######## design 1 ########
$ cat src/rtl/ovdp_audio_pkg.sv
// Shared audio control types: volume width, volume FSM states, full-scale level.
package ovdp_audio_pkg;

    localparam int unsigned VOL_W = 8;
    localparam logic [VOL_W-1:0] VOL_MAX = 8'd255;

    typedef enum logic [1:0] {
        ACTIVE   = 2'd0,
        FADE_OUT = 2'd1,
        MUTED    = 2'd2,
        FADE_IN  = 2'd3
    } vol_state_t;

endpackage

$ cat src/rtl/ramp_tick_gen.sv
// Divides sample_strobe by RAMP_DIV to pace the volume ramp.
module ramp_tick_gen #(
    parameter int unsigned RAMP_DIV = 1
) (
    input  logic clk,
    input  logic reset,
    input  logic sample_strobe,
    output logic tick
);

    localparam int unsigned DIV_W = (RAMP_DIV > 1) ? $clog2(RAMP_DIV) : 1;
    localparam logic [DIV_W-1:0] DIV_LAST = DIV_W'(RAMP_DIV - 1);

    logic [DIV_W-1:0] div_q;
    logic [DIV_W-1:0] div_d;

    // Tick on the strobe that completes a divider period.
    always_comb begin
        tick  = sample_strobe && (div_q == DIV_LAST);
        div_d = div_q;
        if (sample_strobe) begin
            div_d = tick ? '0 : div_q + DIV_W'(1);
        end
    end

    // Strobe counter register.
    always_ff @(posedge clk or posedge reset) begin
        if (reset) begin
            div_q <= '0;
        end else begin
            div_q <= div_d;
        end
    end

endmodule

$ cat src/rtl/volume_ramp_ctrl.sv
// User target register, 1-LSB volume ramp and soft-mute FSM for the gain stage.
module volume_ramp_ctrl
    import ovdp_audio_pkg::*;
#(
    parameter int unsigned       STEP_SIZE   = 4,
    parameter int unsigned       RAMP_DIV    = 1,
    parameter logic [VOL_W-1:0]  VOL_DEFAULT = 8'd128
) (
    input  logic             clk,
    input  logic             reset,
    input  logic             sample_strobe,
    input  logic             vol_up,
    input  logic             vol_down,
    input  logic             mute_toggle,
    input  logic             set_valid,
    input  logic [VOL_W-1:0] set_volume,
    output logic [VOL_W-1:0] volume,
    output logic             mute,
    output logic [VOL_W-1:0] target_volume,
    output logic             ramp_busy
);

    vol_state_t       state_q;
    logic [VOL_W-1:0] volume_q;
    logic [VOL_W-1:0] target_q;
    logic [VOL_W-1:0] target_d;
    logic [VOL_W-1:0] goal;
    logic             mute_q;
    logic             tick;
    logic [VOL_W:0]   sum9;
    logic [VOL_W:0]   diff9;

    ramp_tick_gen #(
        .RAMP_DIV (RAMP_DIV)
    ) u_tick (
        .clk           (clk),
        .reset         (reset),
        .sample_strobe (sample_strobe),
        .tick          (tick)
    );

    // Next target: direct load wins, opposing steps cancel, steps saturate.
    always_comb begin
        sum9     = {1'b0, target_q} + (VOL_W+1)'(STEP_SIZE);
        diff9    = {1'b0, target_q} - (VOL_W+1)'(STEP_SIZE);
        target_d = target_q;
        if (set_valid) begin
            target_d = set_volume;
        end else if (vol_up && !vol_down) begin
            target_d = sum9[VOL_W] ? VOL_MAX : sum9[VOL_W-1:0];
        end else if (vol_down && !vol_up) begin
            target_d = diff9[VOL_W] ? '0 : diff9[VOL_W-1:0];
        end
    end

    // Ramp goal follows the mute state; busy while moving or fading.
    always_comb begin
        goal      = ((state_q == FADE_OUT) || (state_q == MUTED)) ? '0 : target_q;
        ramp_busy = (volume_q != goal) || (state_q == FADE_OUT) || (state_q == FADE_IN);
    end

    // Target, ramp and soft-mute FSM; a toggle always beats fade completion.
    always_ff @(posedge clk or posedge reset) begin
        if (reset) begin
            state_q  <= FADE_IN;
            volume_q <= '0;
            target_q <= VOL_DEFAULT;
            mute_q   <= 1'b0;
        end else begin
            target_q <= target_d;
            if (tick) begin
                if (volume_q < goal) begin
                    volume_q <= volume_q + VOL_W'(1);
                end else if (volume_q > goal) begin
                    volume_q <= volume_q - VOL_W'(1);
                end
            end
            case (state_q)
                ACTIVE: begin
                    if (mute_toggle) state_q <= FADE_OUT;
                end
                FADE_OUT: begin
                    if (mute_toggle) begin
                        state_q <= FADE_IN;
                    end else if (volume_q == '0) begin
                        state_q <= MUTED;
                        mute_q  <= 1'b1;
                    end
                end
                MUTED: begin
                    if (mute_toggle) begin
                        state_q <= FADE_IN;
                        mute_q  <= 1'b0;
                    end
                end
                FADE_IN: begin
                    if (mute_toggle) begin
                        state_q <= FADE_OUT;
                    end else if (volume_q == target_q) begin
                        state_q <= ACTIVE;
                    end
                end
                default: state_q <= FADE_IN;
            endcase
        end
    end

    assign volume        = volume_q;
    assign mute          = mute_q;
    assign target_volume = target_q;

endmodule

$ cat config.mk
export PLATFORM = sky130hd
export DESIGN_NAME = volume_ramp_ctrl
export DESIGN_NICKNAME = d
export VERILOG_FILES = /design/src/rtl/ovdp_audio_pkg.sv /design/src/rtl/ramp_tick_gen.sv /design/src/rtl/volume_ramp_ctrl.sv
export SDC_FILE = /design/constraint.sdc
export NUM_CORES = 1
export LEC_CHECK = 0
export CAP_MARGIN = 20
export CORE_MARGIN = 4
export CORE_UTILIZATION = 55
export CTS_CLUSTER_DIAMETER = 60
export CTS_CLUSTER_SIZE = 14
export DETAILED_ROUTE_END_ITERATION = 10
export DONT_BUFFER_PORTS = 1
export PLACE_DENSITY = 0.7
export SLEW_MARGIN = 10
export SYNTH_ARGS = -nofsm -noshare
export SYNTH_HDL_FRONTEND = slang
export SYNTH_SLANG_ARGS = --single-unit
$ cat constraint.sdc
create_clock -name clk -period 4.7 [get_ports clk]
set_input_delay 0.94 -clock clk [delete_from_list [all_inputs] [get_ports clk]]
set_output_delay 0.94 -clock clk [all_outputs]
set_load 0.02 [all_outputs]
######## design 2 ########
### src/rtl/huffman_encoder.sv
// Serial Huffman-style encoder: unary codes for small symbols, escape prefix plus raw
// symbol otherwise. Codewords leave MSB first on a valid/ready bit stream.
module huffman_encoder #(
    parameter int SYM_W     = 5,
    parameter int UNARY_MAX = 7
) (
    input  logic             clk,
    input  logic             rst,
    input  logic [SYM_W-1:0] symbol_in,
    input  logic             sym_valid,
    output logic             sym_ready,
    output logic             bit_out,
    output logic             bit_valid,
    input  logic             bit_ready,
    output logic             busy
);

    localparam int CODE_W = UNARY_MAX + SYM_W;
    localparam int CNT_W  = $clog2(CODE_W + 1);

    typedef enum logic {
        IDLE  = 1'b0,
        SHIFT = 1'b1
    } state_t;

    state_t              state_q, state_d;
    logic [CODE_W-1:0]   sr_q, sr_d;
    logic [CNT_W-1:0]    cnt_q, cnt_d;
    logic                run_q, run_d;
    logic                last_s;
    logic                accept_s;
    logic                xfer_s;

    // Codeword left-aligned in the shift register so bit_out is always the register MSB.
    function automatic logic [CODE_W-1:0] code_of(input logic [SYM_W-1:0] sym);
        int                k;
        logic [CODE_W-1:0] code;
        k    = int'(sym);
        code = {CODE_W{1'b0}};
        if (k >= 1 && k <= UNARY_MAX) begin
            for (int i = 0; i < CODE_W; i++) begin
                code[CODE_W-1-i] = (i < k - 1);
            end
        end else begin
            code = {{UNARY_MAX{1'b1}}, sym};
        end
        return code;
    endfunction

    function automatic logic [CNT_W-1:0] len_of(input logic [SYM_W-1:0] sym);
        int k;
        k = int'(sym);
        if (k >= 1 && k <= UNARY_MAX) begin
            return CNT_W'(k);
        end else begin
            return CNT_W'(CODE_W);
        end
    endfunction

    // run_q keeps sym_ready low until the first edge after reset release.
    assign last_s    = (cnt_q == CNT_W'(1));
    assign bit_valid = (state_q == SHIFT);
    assign busy      = bit_valid;
    assign bit_out   = sr_q[CODE_W-1];
    assign sym_ready = run_q && ((state_q == IDLE) || (last_s && bit_ready));
    assign accept_s  = sym_valid && sym_ready;
    assign xfer_s    = bit_valid && bit_ready;

    // Next-state logic: load on acceptance, shift on transfer, hold while stalled.
    always_comb begin
        state_d = state_q;
        sr_d    = sr_q;
        cnt_d   = cnt_q;
        run_d   = 1'b1;
        case (state_q)
            IDLE: begin
                if (accept_s) begin
                    state_d = SHIFT;
                    sr_d    = code_of(symbol_in);
                    cnt_d   = len_of(symbol_in);
                end else begin
                    state_d = IDLE;
                end
            end
            SHIFT: begin
                if (xfer_s && last_s) begin
                    if (accept_s) begin
                        sr_d  = code_of(symbol_in);
                        cnt_d = len_of(symbol_in);
                    end else begin
                        state_d = IDLE;
                        sr_d    = {CODE_W{1'b0}};
                        cnt_d   = {CNT_W{1'b0}};
                    end
                end else if (xfer_s) begin
                    sr_d  = {sr_q[CODE_W-2:0], 1'b0};
                    cnt_d = cnt_q - CNT_W'(1);
                end else begin
                    sr_d = sr_q;
                end
            end
            default: begin
                state_d = IDLE;
                sr_d    = {CODE_W{1'b0}};
                cnt_d   = {CNT_W{1'b0}};
            end
        endcase
    end

    // State register; asynchronous reset drops any codeword in flight.
    always_ff @(posedge clk or negedge rst) begin
        if (!rst) begin
            state_q <= IDLE;
            sr_q    <= {CODE_W{1'b0}};
            cnt_q   <= {CNT_W{1'b0}};
            run_q   <= 1'b0;
        end else begin
            state_q <= state_d;
            sr_q    <= sr_d;
            cnt_q   <= cnt_d;
            run_q   <= run_d;
        end
    end

endmodule

### config.mk
export PLATFORM = sky130hd
export DESIGN_NAME = huffman_encoder
export DESIGN_NICKNAME = d
export VERILOG_FILES = /design/src/rtl/huffman_encoder.sv
export SDC_FILE = /design/constraint.sdc
export NUM_CORES = 1
export LEC_CHECK = 0
export ABC_AREA = 1
export CORE_AREA = 3 3 53 55
export CTS_BUF_LIST = sky130_fd_sc_hd__clkbuf_8
export DETAILED_ROUTE_END_ITERATION = 8
export DIE_AREA = 0 0 56 58
export PLACE_DENSITY_LB_ADDON = 0.08
export SETUP_SLACK_MARGIN = 0.05
export SYNTH_ARGS = -nofsm -noshare
export SYNTH_HDL_FRONTEND = slang
export SYNTH_SLANG_ARGS = --single-unit
### constraint.sdc
create_clock -name clk -period 1.9 [get_ports clk]
set_input_delay 0.57 -clock clk [delete_from_list [all_inputs] [get_ports clk]]
set_output_delay 0.57 -clock clk [all_outputs]
set_load 0.05 [all_outputs]

==> gallery <==
M3 wires.
Drawn at 6 px/um.
image #1
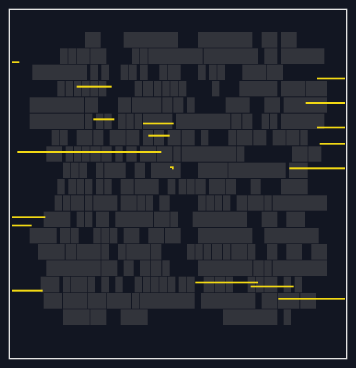
image #2
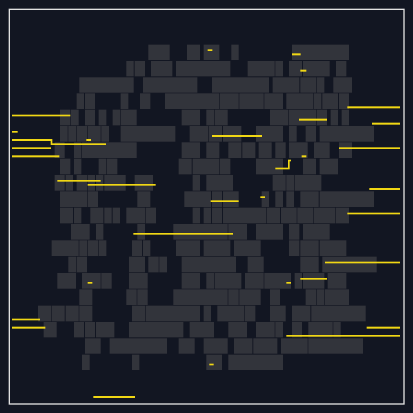
image #1: design 2
image #2: design 1

Key to image #2:
The wires run mostly horizontal. 23 nets have wire on it. The longest straight run is 18.6 um. The layer carries 191 um of wire.

### The clock network, design 2

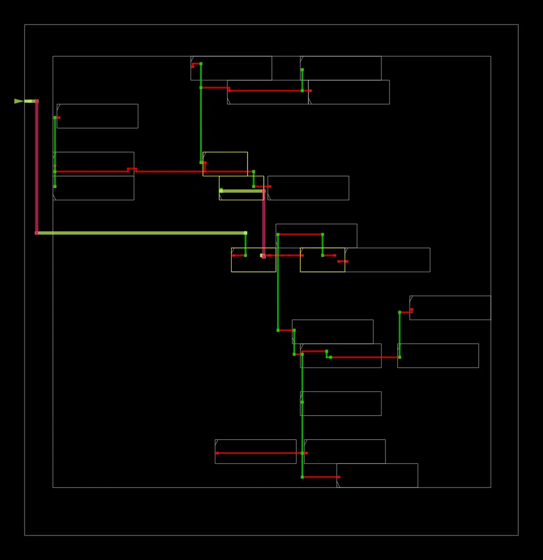
clkbuf count: 4
clock distribution power: 300 uW
Num CTS Buffers: 3

==> run_results.csv, design 2 <==
group,metric,value,unit
synth,netlist-cell-type-count,26,
routing,avgRoutedWirePerCell,11.2,um
die,coreArea,2430,um2
final_layout,lay_top_count,"nand2_1",
clock_network,cts_tree,"yes",
final_layout,finalInstanceArea,1780,um2
synth,synth_flop_count,18,
placement,dp_slack,-0.348,ns
setup_path,crit_required,1.33,ns
synth,synth.most_common_cell,"nand2_1",
routing,drt_iter0_markers,50,
global_routing,track_usage,20.1,%
final_layout,top_register,"sr_q",
job,warnings,32,
sta,setup_viol,0,
clock_network,insertion_delay,0.24,ns
run_status,outcome,"complete, no violations",
final_layout,drive_gt1_share,28.2,%
setup_path,max_stage_delay,0.37,ns
synth,ys_sh_mux,0,%
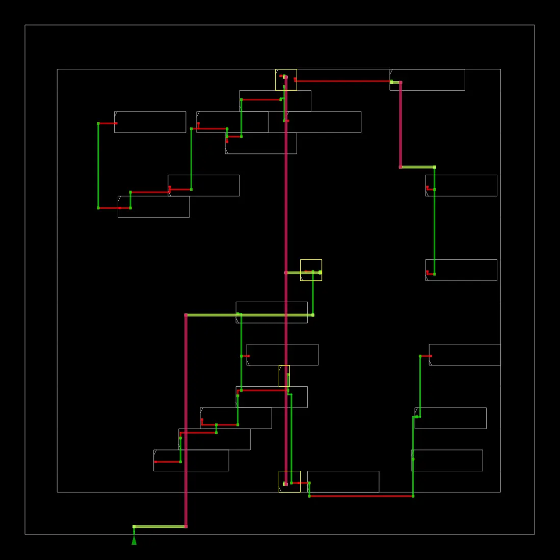
*The clock network, design 1*
Final Skew: 0.00306 ns
Num CTS Buffers: 3
Clock Sinks: 20

==> run_results.csv, design 1 <==
group,metric,value,unit
synth,edf_count,0,
final_layout,stdcell_count,252,
die,coreArea,3100,um2
pwr,swShare,49.2,%
global_routing,gr-total-overflow,0,
pwr,pwr-share-clk,5.5,%
clock_network,cts_tree,"yes",
die,fp_util,58.7,%
die,rows,20,
clock_network,ctsHoldBuffers,0,
routing,viasPerCell,6.22,
setup_path,crit_type,"reg -> reg",
setup_path,r2r_setup_slack,0.86,ns
hold_path,min-delay-start,"state_q[0]$_DFFE_PP1P_",
synth,async_flop_share,100,%
sta,finalMaxSlewViolations,0,
clock_network,cts_htree_levels,1,
synth,ys_sh_mux,5.43,%
final_layout,area_delta_synth_final,2.47,%
sta,period_needed,3.84,ns
pwr,powerSeq,444,uW
setup_path,crit_fanout,9,
pwr,netSwitchingPower,817,uW
final_layout,lay_top_count,"ha_1",
synth,largest_area_cell,"dfrtp_1",
final_layout,nMultiInputCombCells,172,
setup_path,cp_common_cell,"ha_1",
final_layout,buffers_excl_clock,1,
global_routing,grt.busiest_layer,"met2",
final_layout,final.clkbuf_count,4,
global_routing,antenna_found_initial,0,
clock_network,insertion_delay,0.32,ns
run_status,outcome,"complete, no violations",
synth,area_leaders,"dfrtp_1 23%, ha_1 15%, xnor2_1 5.8%",
global_routing,grt_pass1_wl,7200,um
routing,drc_errors,0,
die,die_h,65.5,um
global_routing,grt_start_max_net_pins,21,
setup_path,setup.worst_path.start,"state_q[0]$_DFFE_PP1P_",
setup_path,ff2ff_path_depth,14,
clock_network,root_buffer,"clkbuf_4",


## Gallery

Drive-strength map.
Drawn at 4 px/um.
(a)
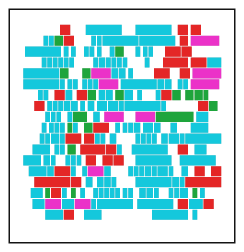
(b)
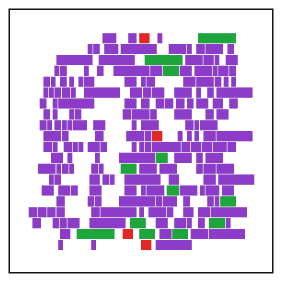
(b): design 1
(a): design 2

No activity file was given, so power comes from the tool's default toggle rates.
